######## fsm_result_sink_flat ########
===== src/rtl/fsm_result_sink_if.sv =====
// Host-side half-word stream of fsm_result_sink: data/tag/last under valid/ready.
// Optional out_class lane exists only when FP_CLASSIFY_EN is defined.
interface fsm_result_sink_if;
    logic [15:0] out_data;
    logic [1:0]  out_tag;
    logic        out_last;
    logic        out_valid;
    logic        out_ready;
`ifdef FP_CLASSIFY_EN
    logic [2:0]  out_class;

    modport master (
        output out_data, out_tag, out_last, out_valid, out_class,
        input  out_ready
    );

    modport slave (
        input  out_data, out_tag, out_last, out_valid, out_class,
        output out_ready
    );
`else
    modport master (
        output out_data, out_tag, out_last, out_valid,
        input  out_ready
    );

    modport slave (
        input  out_data, out_tag, out_last, out_valid,
        output out_ready
    );
`endif
endinterface


===== src/rtl/fsm_result_sink.sv =====
// Captures result/error events of the float sequence FSM into a FIFO and streams them
// out as two 16-bit halves (high first). Optional FP_CLASSIFY_EN adds out_class.
module fsm_result_sink #(
    parameter int DEPTH = 8,
    parameter int PTR_W = 3,
    parameter int CNT_W = 8
) (
    input  logic                 clk,
    input  logic                 reset,
    input  logic                 r_o,
    input  logic [31:0]          res_data,
    input  logic [1:0]           err,
    fsm_result_sink_if.master    bus,
    output logic [PTR_W:0]       fifo_cnt,
    output logic                 overflow,
    output logic [CNT_W-1:0]     drop_cnt
);

    localparam int ENT_W = 34;

    typedef enum logic [1:0] {
        S_IDLE,
        S_HI,
        S_LO
    } ser_state_t;

    ser_state_t state_q, state_d;

    logic [ENT_W-1:0] mem [DEPTH];
    logic [PTR_W:0]   wr_ptr, rd_ptr;
    logic [PTR_W-1:0] wr_addr, rd_addr, nx_addr;

    logic             r_prev;
    logic [1:0]       err_prev;
    logic             res_ev, err_ev, push_req, push_acc, pop;
    logic             full, empty, have_next;
    logic [ENT_W-1:0] push_entry, head, next_head;

    logic [ENT_W-1:0] hold_q, hold_d;
    logic [15:0]      data_q, data_d;
    logic [1:0]       tag_q, tag_d;
    logic             last_q, last_d;
    logic             valid_q, valid_d;

    logic [1:0]       drop_inc;
    logic [CNT_W:0]   drop_sum;

    assign wr_addr = wr_ptr[PTR_W-1:0];
    assign rd_addr = rd_ptr[PTR_W-1:0];
    assign nx_addr = rd_addr + PTR_W'(1);

    assign fifo_cnt = wr_ptr - rd_ptr;
    assign empty    = (wr_ptr == rd_ptr);
    assign full     = (wr_addr == rd_addr) && (wr_ptr[PTR_W] != rd_ptr[PTR_W]);

    assign res_ev     = r_o & ~r_prev;
    assign err_ev     = (err != 2'b00) && (err_prev == 2'b00);
    assign push_req   = res_ev | err_ev;
    assign push_entry = err_ev ? {err, 32'h0} : {2'b00, res_data};

    // Valid is always high in LO, so ready alone completes the low-half handshake.
    assign pop      = (state_q == S_LO) && bus.out_ready;
    assign push_acc = push_req && (!full || pop);

    // Entry following the popped head: from memory, or bypassed from a same-cycle push.
    assign head      = mem[rd_addr];
    assign have_next = (fifo_cnt > (PTR_W+1)'(1)) || push_acc;
    assign next_head = (fifo_cnt > (PTR_W+1)'(1)) ? mem[nx_addr] : push_entry;

    assign drop_inc = {1'b0, res_ev & err_ev} + {1'b0, push_req & full & ~pop};
    assign drop_sum = {1'b0, drop_cnt} + {{(CNT_W-1){1'b0}}, drop_inc};

    always_ff @(posedge clk) begin
        if (push_acc) begin
            mem[wr_addr] <= push_entry;
        end
    end

    always_ff @(posedge clk or negedge reset) begin
        if (!reset) begin
            wr_ptr   <= '0;
            rd_ptr   <= '0;
            r_prev   <= 1'b0;
            err_prev <= '0;
            overflow <= 1'b0;
            drop_cnt <= '0;
        end else begin
            r_prev   <= r_o;
            err_prev <= err;
            if (push_acc) begin
                wr_ptr <= wr_ptr + (PTR_W+1)'(1);
            end
            if (pop) begin
                rd_ptr <= rd_ptr + (PTR_W+1)'(1);
            end
            if (drop_inc != 2'b00) begin
                overflow <= 1'b1;
                drop_cnt <= drop_sum[CNT_W] ? '1 : drop_sum[CNT_W-1:0];
            end
        end
    end

    always_comb begin
        state_d = state_q;
        hold_d  = hold_q;
        data_d  = data_q;
        tag_d   = tag_q;
        last_d  = last_q;
        valid_d = valid_q;
        unique case (state_q)
            S_IDLE: begin
                if (!empty) begin
                    hold_d  = head;
                    data_d  = head[31:16];
                    tag_d   = head[33:32];
                    last_d  = 1'b0;
                    valid_d = 1'b1;
                    state_d = S_HI;
                end
            end
            S_HI: begin
                if (bus.out_ready) begin
                    data_d  = hold_q[15:0];
                    last_d  = 1'b1;
                    state_d = S_LO;
                end
            end
            S_LO: begin
                if (bus.out_ready) begin
                    if (have_next) begin
                        hold_d  = next_head;
                        data_d  = next_head[31:16];
                        tag_d   = next_head[33:32];
                        last_d  = 1'b0;
                        valid_d = 1'b1;
                        state_d = S_HI;
                    end else begin
                        data_d  = '0;
                        tag_d   = '0;
                        last_d  = 1'b0;
                        valid_d = 1'b0;
                        state_d = S_IDLE;
                    end
                end
            end
            default: begin
                state_d = S_IDLE;
                valid_d = 1'b0;
                last_d  = 1'b0;
            end
        endcase
    end

    always_ff @(posedge clk or negedge reset) begin
        if (!reset) begin
            state_q <= S_IDLE;
            hold_q  <= '0;
            data_q  <= '0;
            tag_q   <= '0;
            last_q  <= 1'b0;
            valid_q <= 1'b0;
        end else begin
            state_q <= state_d;
            hold_q  <= hold_d;
            data_q  <= data_d;
            tag_q   <= tag_d;
            last_q  <= last_d;
            valid_q <= valid_d;
        end
    end

    assign bus.out_data  = data_q;
    assign bus.out_tag   = tag_q;
    assign bus.out_last  = last_q;
    assign bus.out_valid = valid_q;

`ifdef FP_CLASSIFY_EN
    function automatic logic [2:0] classify(input logic [ENT_W-1:0] ent);
        logic [7:0]  exp_f;
        logic [22:0] man_f;
        exp_f = ent[30:23];
        man_f = ent[22:0];
        if (ent[33:32] != 2'b00)                 return 3'b111;
        else if (exp_f == 8'h00 && man_f == '0)  return 3'b001;
        else if (exp_f == 8'h00)                 return 3'b010;
        else if (exp_f == 8'hFF && man_f == '0)  return 3'b011;
        else if (exp_f == 8'hFF)                 return 3'b100;
        else                                     return 3'b000;
    endfunction

    // Class follows the hold latch so it stays constant across both halves.
    logic [2:0] class_q;

    always_ff @(posedge clk or negedge reset) begin
        if (!reset) begin
            class_q <= '0;
        end else if (hold_d != hold_q || (state_q != S_HI && state_d == S_HI)) begin
            class_q <= classify(hold_d);
        end
    end

    assign bus.out_class = class_q;
`endif

endmodule


===== src/flat_wrapper.sv =====
// flat-port wrapper written by rule: the top's interface ports become plain ports
module fsm_result_sink_flat 
#(
    parameter int DEPTH = 8,
    parameter int PTR_W = 3,
    parameter int CNT_W = 8
)
  (clk, reset, r_o, res_data, err, fifo_cnt, overflow, drop_cnt, bus_out_data, bus_out_tag, bus_out_last, bus_out_valid, bus_out_ready);
  fsm_result_sink_if bus_i ();
  input  logic clk;
  input  logic reset;
  input  logic r_o;
  input  logic [31:0] res_data;
  input  logic [1:0] err;
  output logic [PTR_W:0] fifo_cnt;
  output logic overflow;
  output logic [CNT_W-1:0] drop_cnt;
  output wire logic [$bits(bus_i.out_data)-1:0] bus_out_data;
  output wire logic [$bits(bus_i.out_tag)-1:0] bus_out_tag;
  output wire logic [$bits(bus_i.out_last)-1:0] bus_out_last;
  output wire logic [$bits(bus_i.out_valid)-1:0] bus_out_valid;
  input wire logic [$bits(bus_i.out_ready)-1:0] bus_out_ready;
  assign bus_out_data = bus_i.out_data;
  assign bus_out_tag = bus_i.out_tag;
  assign bus_out_last = bus_i.out_last;
  assign bus_out_valid = bus_i.out_valid;
  assign bus_i.out_ready = bus_out_ready;
  fsm_result_sink #(.DEPTH(DEPTH), .PTR_W(PTR_W), .CNT_W(CNT_W)) u_core (.clk(clk), .reset(reset), .r_o(r_o), .res_data(res_data), .err(err), .bus(bus_i), .fifo_cnt(fifo_cnt), .overflow(overflow), .drop_cnt(drop_cnt));
endmodule

===== config.mk =====
export PLATFORM = sky130hd
export DESIGN_NAME = fsm_result_sink_flat
export DESIGN_NICKNAME = d
export VERILOG_FILES = /design/src/rtl/fsm_result_sink_if.sv /design/src/rtl/fsm_result_sink.sv /design/src/flat_wrapper.sv
export SDC_FILE = /design/constraint.sdc
export NUM_CORES = 1
export LEC_CHECK = 0
export ABC_AREA = 1
export CAP_MARGIN = 20
export CORE_AREA = 2 2 219 199
export CTS_CLUSTER_SIZE = 10
export DETAILED_ROUTE_END_ITERATION = 7
export DIE_AREA = 0 0 221 201
export GPL_TIMING_DRIVEN = 0
export MAX_ROUTING_LAYER = met4
export PLACE_DENSITY = 0.59
export SYNTH_ARGS = -nofsm -noshare
export SYNTH_HDL_FRONTEND = slang
export SYNTH_SLANG_ARGS = --single-unit

===== constraint.sdc =====
create_clock -name clk -period 7.41 [get_ports clk]
set_input_delay 1.482 -clock clk [delete_from_list [all_inputs] [get_ports clk]]
set_output_delay 1.482 -clock clk [all_outputs]
set_load 0.05 [all_outputs]

######## ass13_resp_misr ########
$ cat src/rtl/ass13_resp_misr.sv
// Response compactor for the ass13 controller: folds a window of 25-bit output
// vectors into a 32-bit MISR signature, counts all-zero vectors and checks a golden value.
module ass13_resp_misr #(
   parameter int unsigned WINDOW = 64,
   parameter logic [31:0] POLY   = 32'h04C11DB7,
   parameter logic [31:0] SEED   = 32'hFFFFFFFF
) (
   input  logic        clk,
   input  logic        rst,
   input  logic        start,
   input  logic [24:0] y_in,
   input  logic        y_valid,
   input  logic [31:0] golden,
   output logic        busy,
   output logic        done,
   output logic        pass,
   output logic [31:0] signature,
   output logic [15:0] sample_cnt,
   output logic [15:0] zero_cnt
);

   typedef enum logic [1:0] {
      IDLE,
      RUN,
      DONE
   } state_t;

   localparam logic [15:0] LAST_CNT = 16'(WINDOW - 1);

   state_t      state_q, state_d;
   logic [31:0] sig_q, sig_d;
   logic [15:0] sample_cnt_q, sample_cnt_d;
   logic [15:0] zero_cnt_q, zero_cnt_d;
   logic        pass_q, pass_d;

   logic [31:0] sig_next;
   logic        accept;
   logic        last_sample;
   logic        load;

   always_ff @(posedge clk) begin
      if (rst) begin
         state_q      <= IDLE;
         sig_q        <= SEED;
         sample_cnt_q <= '0;
         zero_cnt_q   <= '0;
         pass_q       <= 1'b0;
      end else begin
         state_q      <= state_d;
         sig_q        <= sig_d;
         sample_cnt_q <= sample_cnt_d;
         zero_cnt_q   <= zero_cnt_d;
         pass_q       <= pass_d;
      end
   end

   always_comb begin
      accept      = (state_q == RUN) && y_valid;
      last_sample = accept && (sample_cnt_q == LAST_CNT);
      // A start in DONE is honoured exactly like one in IDLE.
      load        = (state_q != RUN) && start;
   end

   always_comb begin
      state_d = state_q;
      unique case (state_q)
         IDLE:    if (start) state_d = RUN;
         RUN:     if (last_sample) state_d = DONE;
         DONE:    state_d = start ? RUN : IDLE;
         default: state_d = IDLE;
      endcase
   end

   always_comb begin
      sig_next     = {sig_q[30:0], 1'b0} ^ (sig_q[31] ? POLY : '0) ^ {7'b0, y_in};
      sig_d        = sig_q;
      sample_cnt_d = sample_cnt_q;
      zero_cnt_d   = zero_cnt_q;
      pass_d       = pass_q;
      if (load) begin
         sig_d        = SEED;
         sample_cnt_d = '0;
         zero_cnt_d   = '0;
         pass_d       = 1'b0;
      end else if (accept) begin
         sig_d        = sig_next;
         sample_cnt_d = sample_cnt_q + 16'd1;
         if ((y_in == '0) && (zero_cnt_q != '1)) zero_cnt_d = zero_cnt_q + 16'd1;
         if (last_sample) pass_d = (sig_next == golden);
      end
   end

   always_comb begin
      busy       = (state_q == RUN);
      done       = (state_q == DONE);
      pass       = pass_q;
      signature  = sig_q;
      sample_cnt = sample_cnt_q;
      zero_cnt   = zero_cnt_q;
   end

endmodule

$ cat config.mk
export PLATFORM = sky130hd
export DESIGN_NAME = ass13_resp_misr
export DESIGN_NICKNAME = d
export VERILOG_FILES = /design/src/rtl/ass13_resp_misr.sv
export SDC_FILE = /design/constraint.sdc
export NUM_CORES = 1
export LEC_CHECK = 0
export ABC_AREA = 1
export CAP_MARGIN = 30
export CORE_UTILIZATION = 43
export CTS_CLUSTER_DIAMETER = 40
export DETAILED_ROUTE_END_ITERATION = 8
export PLACE_DENSITY_LB_ADDON = 0.08
export SLEW_MARGIN = 0
export SYNTH_ARGS = -nofsm -noshare
export SYNTH_HDL_FRONTEND = slang
export SYNTH_SLANG_ARGS = --single-unit
$ cat constraint.sdc
create_clock -name clk -period 1.6 [get_ports clk]
set_clock_uncertainty 0.05 [all_clocks]
set_input_delay 0.24 -clock clk [delete_from_list [all_inputs] [get_ports clk]]
set_output_delay 0.24 -clock clk [all_outputs]
set_load 0.005 [all_outputs]
######## instr_fetch ########
**config.mk**
```make
export PLATFORM = sky130hd
export DESIGN_NAME = instr_fetch
export DESIGN_NICKNAME = d
export VERILOG_FILES = /design/src/rtl/instr_fetch.sv
export SDC_FILE = /design/constraint.sdc
export NUM_CORES = 1
export LEC_CHECK = 0
export CAP_MARGIN = 20
export CORE_UTILIZATION = 41
export DETAILED_ROUTE_END_ITERATION = 6
export GPL_TIMING_DRIVEN = 0
export HOLD_SLACK_MARGIN = 0.02
export PLACE_DENSITY_LB_ADDON = 0.12
export SLEW_MARGIN = 5
export SYNTH_ARGS = -nofsm -noshare
export SYNTH_HDL_FRONTEND = slang
export SYNTH_SLANG_ARGS = --single-unit
export TNS_END_PERCENT = 1
```
**constraint.sdc**
```tcl
create_clock -name clk -period 2.6 [get_ports clk]
set_input_delay 0.52 -clock clk [delete_from_list [all_inputs] [get_ports clk]]
set_output_delay 0.52 -clock clk [all_outputs]
set_load 0.005 [all_outputs]
```
**src/rtl/instr_fetch.sv**
```systemverilog
// Instruction fetch stage: issues word-aligned requests to instruction memory,
// buffers one fetched instruction for decode, and handles redirects. A request
// that was in flight when a redirect arrived is allowed to finish and its data
// is dropped (DISCARD), so no stale instruction ever reaches decode.
//
// Handshakes: imem_req/imem_ack -- a request is held with a stable imem_addr
// until the edge at which imem_ack=1, and each ack retires exactly one request.
// out_valid/out_ready -- an output is transferred at an edge where both are 1;
// while out_valid=1 and out_ready=0 every out_* signal holds its value.
module instr_fetch #(
    parameter logic [31:0] RESET_PC = 32'h0000_0000
) (
    input  logic        clk,
    input  logic        reset,
    output logic        imem_req,
    output logic [31:0] imem_addr,
    input  logic        imem_ack,
    input  logic [31:0] imem_rdata,
    input  logic        redirect_valid,
    input  logic [31:0] redirect_pc,
    output logic        out_valid,
    input  logic        out_ready,
    output logic [31:0] out_instr,
    output logic [31:0] out_pc,
    output logic [31:0] out_pc_plus4,
    output logic [1:0]  dbg_state
);

    typedef enum logic [1:0] {
        FETCH   = 2'd0,
        HOLD    = 2'd1,
        DISCARD = 2'd2
    } state_t;

    state_t      state;
    logic [31:0] fetch_pc;
    logic [31:0] req_addr;
    logic [31:0] redirect_aligned;
    logic [31:0] req_addr_plus4;

    // Low two bits of a redirect target are ignored; plain unsigned wrap on +4.
    assign redirect_aligned = redirect_pc & 32'hFFFF_FFFC;
    assign req_addr_plus4   = req_addr + 32'd4;

    // Request is suppressed during reset so an ack then cannot match anything.
    assign imem_req  = !reset && (state != HOLD);
    assign imem_addr = req_addr;
    assign dbg_state = state;

    // Fetch state machine with registered output buffer; redirect wins over everything.
    always_ff @(posedge clk) begin
        if (reset) begin
            state        <= FETCH;
            fetch_pc     <= RESET_PC;
            req_addr     <= RESET_PC;
            out_valid    <= 1'b0;
            out_instr    <= 32'd0;
            out_pc       <= 32'd0;
            out_pc_plus4 <= 32'd0;
        end else begin
            case (state)
                FETCH: begin
                    if (redirect_valid) begin
                        out_valid <= 1'b0;
                        fetch_pc  <= redirect_aligned;
                        if (imem_ack) begin
                            req_addr <= redirect_aligned;
                            state    <= FETCH;
                        end else begin
                            // Keep req_addr: the memory still owns this request.
                            state <= DISCARD;
                        end
                    end else if (imem_ack) begin
                        out_instr    <= imem_rdata;
                        out_pc       <= req_addr;
                        out_pc_plus4 <= req_addr_plus4;
                        out_valid    <= 1'b1;
                        fetch_pc     <= req_addr_plus4;
                        state        <= HOLD;
                    end
                end
                HOLD: begin
                    if (redirect_valid) begin
                        out_valid <= 1'b0;
                        fetch_pc  <= redirect_aligned;
                        req_addr  <= redirect_aligned;
                        state     <= FETCH;
                    end else if (out_ready) begin
                        out_valid <= 1'b0;
                        req_addr  <= fetch_pc;
                        state     <= FETCH;
                    end
                end
                DISCARD: begin
                    if (redirect_valid) begin
                        out_valid <= 1'b0;
                        fetch_pc  <= redirect_aligned;
                        if (imem_ack) begin
                            req_addr <= redirect_aligned;
                            state    <= FETCH;
                        end
                    end else if (imem_ack) begin
                        req_addr <= fetch_pc;
                        state    <= FETCH;
                    end
                end
                default: begin
                    state     <= FETCH;
                    out_valid <= 1'b0;
                    req_addr  <= fetch_pc;
                end
            endcase
        end
    end

endmodule

```
==> fsm_result_sink_flat/met1.png <==
Scale bar: 50 µm. Supply wires on this layer in gray.
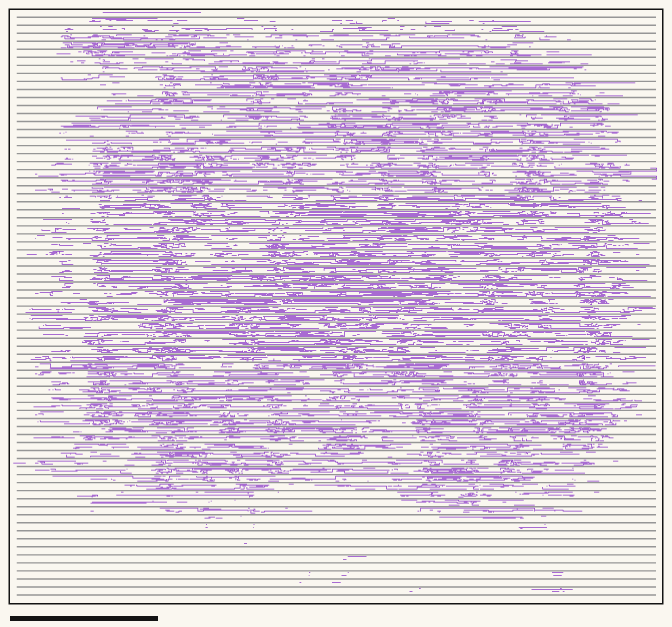
share of all routed wire = 40%
main direction = horizontal
wire length on this layer = 24.6 mm
longest straight run = 68.5 µm
nets with wire on the layer = 1913
Routed WL: 61900 µm
DR vias: 15.01k
met1 GRT Util: 36.72%

==> run summary, fsm_result_sink_flat <==
fp_density -> 39.41%
Synth Flop Type -> edfxtp_1
RSZ-0062 raised after global routing -> no
Met3 Wirelength -> 7265 µm
setup bufs post-CTS -> 0
delay-heaviest family, CP -> buffers and inverters
combinational share of power -> 58.0%
post-synthesis cell count -> 1861
GRT Total Usage -> 28.07%
leakage -> 7.664 nW
power share of the sequential group -> 24.4%
largest net degree at the start of global routing -> 58
worst setup path end -> fifo_cnt[3]
Seq/total area -> 49.03%
Final Util -> 46.11%
port bufs -> 70
status -> finished clean
fin crit period -> 5.562 ns
Min Hold Slack -> 0.4764 ns
Max IR drop VDD -> 0.0002970 V
Placeable Area -> 42430 µm²
crit-path cells -> inv_1 -> clkbuf_1 -> clkbuf_1 -> ha_1 -> nand3_1 -> nand2_1 -> nand2_1 -> nand2_4 -> inv_1 -> clkdlybuf4s50_1
ant diodes -> 0
power density cells -> 532.4 nW/µm²
GPL Wtd Cong -> 0.9538
DR iter-0 viols -> 2036
met1 wire length -> 24620 µm
Final #Nets -> 2034
Seq/Total Area, Yosys -> 57.37%
met3 Use GR -> 5.782%
Max Fclk -> 0.1798 GHz
TNS Setup -> 0 ns
Via density -> 5.850
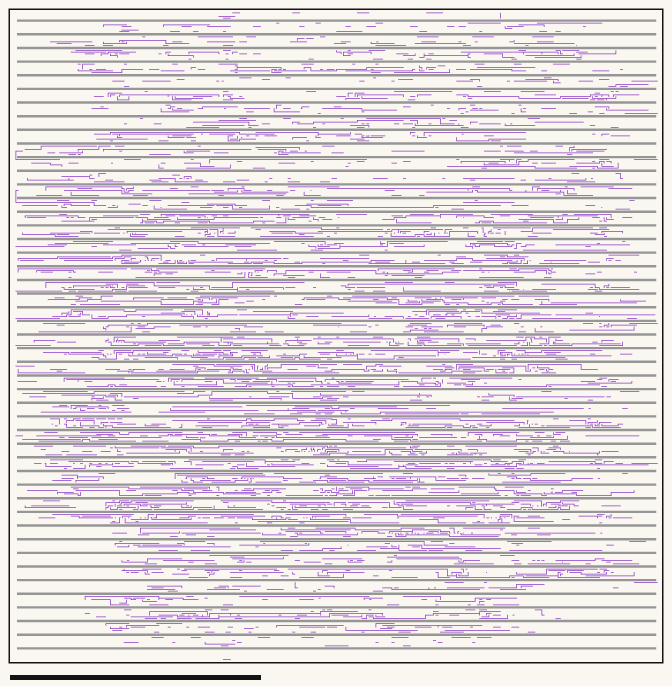
(instr_fetch/met1.png)
Scale bar: 50 µm. Supply wires on this layer in gray.
nets with wire on the layer = 1000
main direction = horizontal
longest straight run = 40.5 µm
met1 GRT Util: 36.57%
Routed WL: 23210 µm
DR vias: 7000

==> instr_fetch/final_congestion.png <==
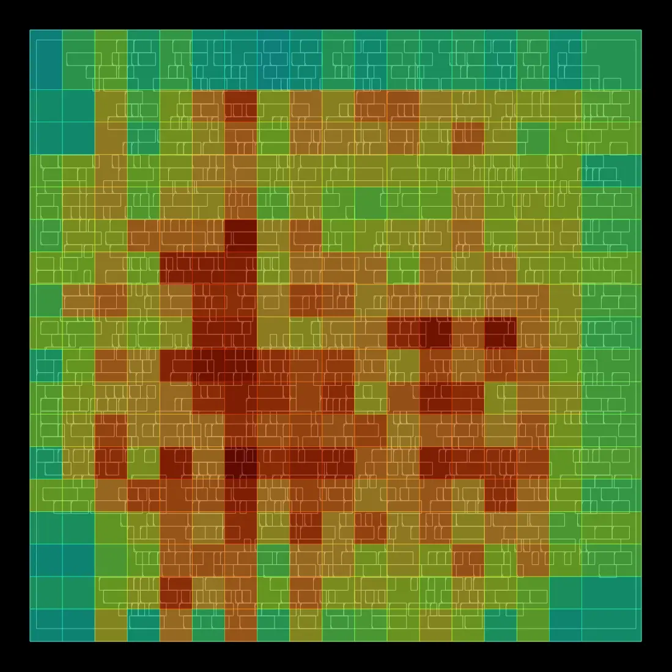
Wirelength per Cell: 18.26 µm
GRT Total Usage: 27.84%
M2 GR Usage: 44.86%

==> run summary, instr_fetch <==
leakage -> 3.368 nW
multi-input logic area -> 3159 µm²
setup bufs post-CTS -> 0
area share, top type -> 48.01%
Most Crowded Layer GR -> met2
initial antenna violation count -> 0
cell taking the most area after synthesis -> dfxtp_1
TNS Setup -> 0 ns
clock buffer count from CTS -> 17
Clock power frac -> 40.5%
combinational share of power -> 16.0%
Worst Hold End -> out_valid
Non-clk bufs -> 269
Sw Ratio -> 26.63%
number of cells in Yosys stat -> 827
Inverters, non-clock -> 9
Slew @ Worst Pin -> 0.7307 ns
Unique cell types -> 51
vias in the first global route -> 6433
DR iter-0 viols -> 724
crit-path cells -> inv_1 -> ha_1 -> nor2_1 -> clkbuf_1 -> nor2_1 -> a211o_1 -> a21oi_1
ant diodes -> 0
power density cells -> 661.4 nW/µm²
Syn Nets -> 901
fin crit period -> 2.557 ns
Worst EP required -> 2.95 ns
DP HPWL -> 16590 µm
status -> finished clean
Hold Path Depth -> 2
# IOs -> 201
Horiz. Die Dim -> 130.0 µm
first-pass GRT wire length -> 35310 µm
switching power total -> 1.685 mW
Top cell by count, worst path -> nor2_1
top power consumer group -> registers
crit-path max FO -> 10
Mean Syn Cell Area -> 8.118 µm²
WP data arrival -> 2.91 ns
Placeable Area -> 15940 µm²
maximum level of the CTS H-tree -> 4
Clock Buffer Count -> 21
worst setup path end -> fetch_pc[7]
reg-to-reg startpoint -> dbg_state[1]
count of library flops with an enable pin -> 0
Hold Crit Class -> in -> reg
Cell area leaders -> dfxtp_1 (48%), nand2_1 (9.1%), a21oi_1 (7.8%)
count of pins over their slew limit -> 0
Post-synth mux share -> 0%
Die H -> 130.0 µm
Reg area -> 3223 µm²
synth-to-layout area growth -> 42.53%
and+or+nand+nor area frac -> 22.18%
most frequent logic cell in the layout -> clkdlybuf4s50_1
Seq/Total Area, Yosys -> 48.01%
Post-route DRC -> 0
Rows -> 46
FF-to-FF path depth -> 7
cts repair resizes -> 5
WL met2 -> 11030 µm
R2R Setup Slk -> 0.04 ns
Die Size -> 16890 µm²
met3 Use GR -> 6.765%
Final WS setup -> 0.04255 ns
Top cells excl fill/tap -> clkdlybuf4s50_1 (197), nand2_1 (161), dfxtp_1 (161)
==> ass13_resp_misr/met1.png <==
Scale bar: 20 µm. Supply wires on this layer in gray.
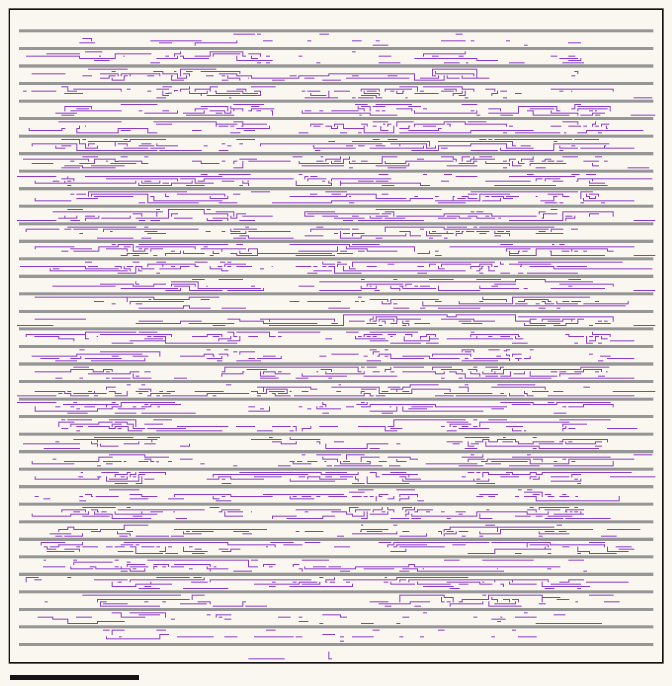
longest straight run = 31.4 µm
wire length on this layer = 5780 µm
met1 GRT Util: 32.68%
Routed WL: 13740 µm
DR vias: 5037

==> ass13_resp_misr/met2.png <==
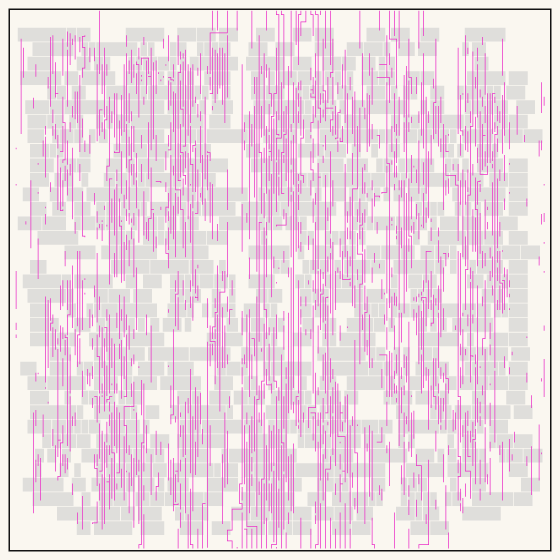
share of all routed wire = 49%
wire length on this layer = 6730 µm
longest straight run = 43.7 µm
M2 GR Usage: 47.36%

==> run summary, ass13_resp_misr <==
Hold Path Depth -> 4
Seq/total area -> 20.60%
DP Area -> 6215 µm²
Top cell by count, worst path -> nor2_4
ys async rst share -> 0%
Root Buffer -> clkbuf_8
power share of the sequential group -> 43.6%
count of library flops with an enable pin -> 0
Worst Setup SP -> state_q[0]
Setup-failing EPs final -> 9
cell taking the most area after synthesis -> dfxtp_1
XOR Share, Synth -> 6.331%
Yosys chip area -> 4229 µm²
cts repair resizes -> 45
ranking of synthesized cells by instance count -> nand2_1 (202), inv_1 (91), dfxtp_1 (67)
setup bufs post-CTS -> 3
Worst EP required -> 1.83 ns
flop count -> 67
crit-path max FO -> 7
synthesized area -> 4229 µm²
stages on the worst setup path -> 12
Complex Gates by Area -> 10.50%
GPL Wtd Cong -> 0.8631
clk sink count -> 67
reg-to-reg startpoint -> state_q[0]
top sig layer -> met4
Final Util -> 72.07%
fin crit period -> 1.660 ns
Final WS setup -> -0.06047 ns
switching power total -> 1.254 mW
Final #Nets -> 933
ratio of cells with drive above 1 in the final layout -> 23.43%
status -> finished, violations left
Synth Flop Type -> dfxtp_1
Critical-path top delay cell -> dfxtp_2
Data buffer area share -> 30.10%
DP HPWL -> 10180 µm
top power consumer group -> registers
Syn Nets -> 725
final hold vios -> 0
Leading cell kind -> combinational gates
Top cells excl fill/tap -> nand2_1 (193), clkdlybuf4s50_1 (103), inv_1 (87)
delay-heaviest family, CP -> simple AND/OR/NAND/NOR gates
Worst path max stage delay -> 0.34 ns
met1 wire length -> 5779 µm
synth-to-layout area growth -> 59.70%
count of pins over their slew limit -> 0
clock buffer count from CTS -> 9
power density cells -> 608.9 nW/µm²
Post-route DRC -> 0
failing checks -> negative setup slack
most frequent logic cell in the layout -> nand2_1
Min Hold Slack -> 0.2833 ns
TAP cells -> 129

==> gallery <==
Met4 routing.
shot_01.png
Scale bar: 50 µm. Supply wires on this layer in gray.
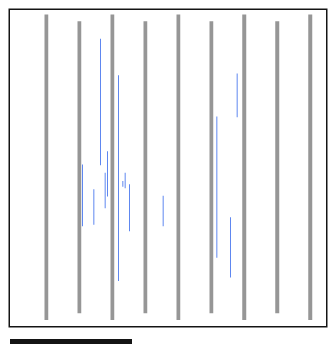
shot_02.png
Scale bar: 20 µm. Supply wires on this layer in gray.
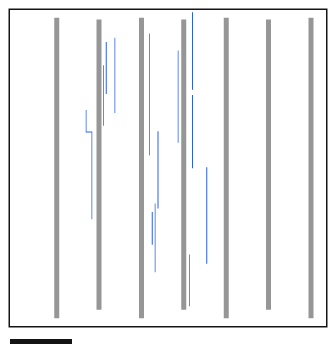
- largest die: shot_01.png
shot_02.png: ass13_resp_misr
shot_01.png: instr_fetch



==> screenshots <==
The metal 3 layer.
picture 1
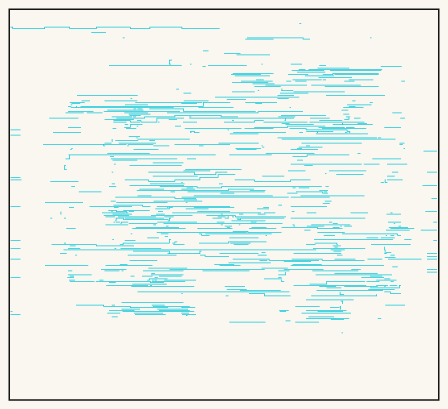
picture 2
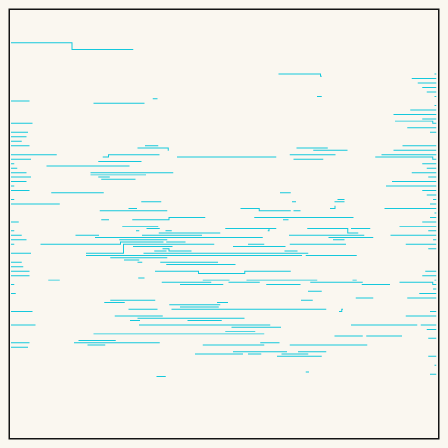
picture 3
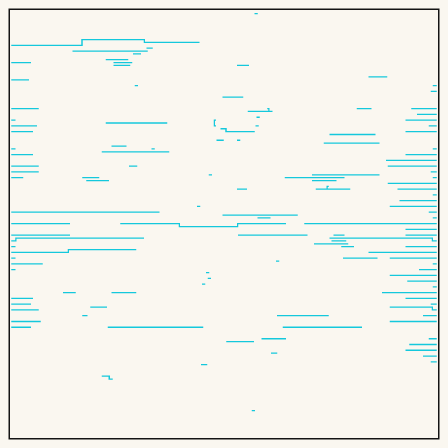
- ass13_resp_misr = picture 3
- instr_fetch = picture 2
- fsm_result_sink_flat = picture 1

Key to picture 2:
nets with wire on the layer = 160
share of all routed wire = 8.6%
longest straight run = 65.3 µm
main direction = horizontal

Power and IR drop assume default switching activity.
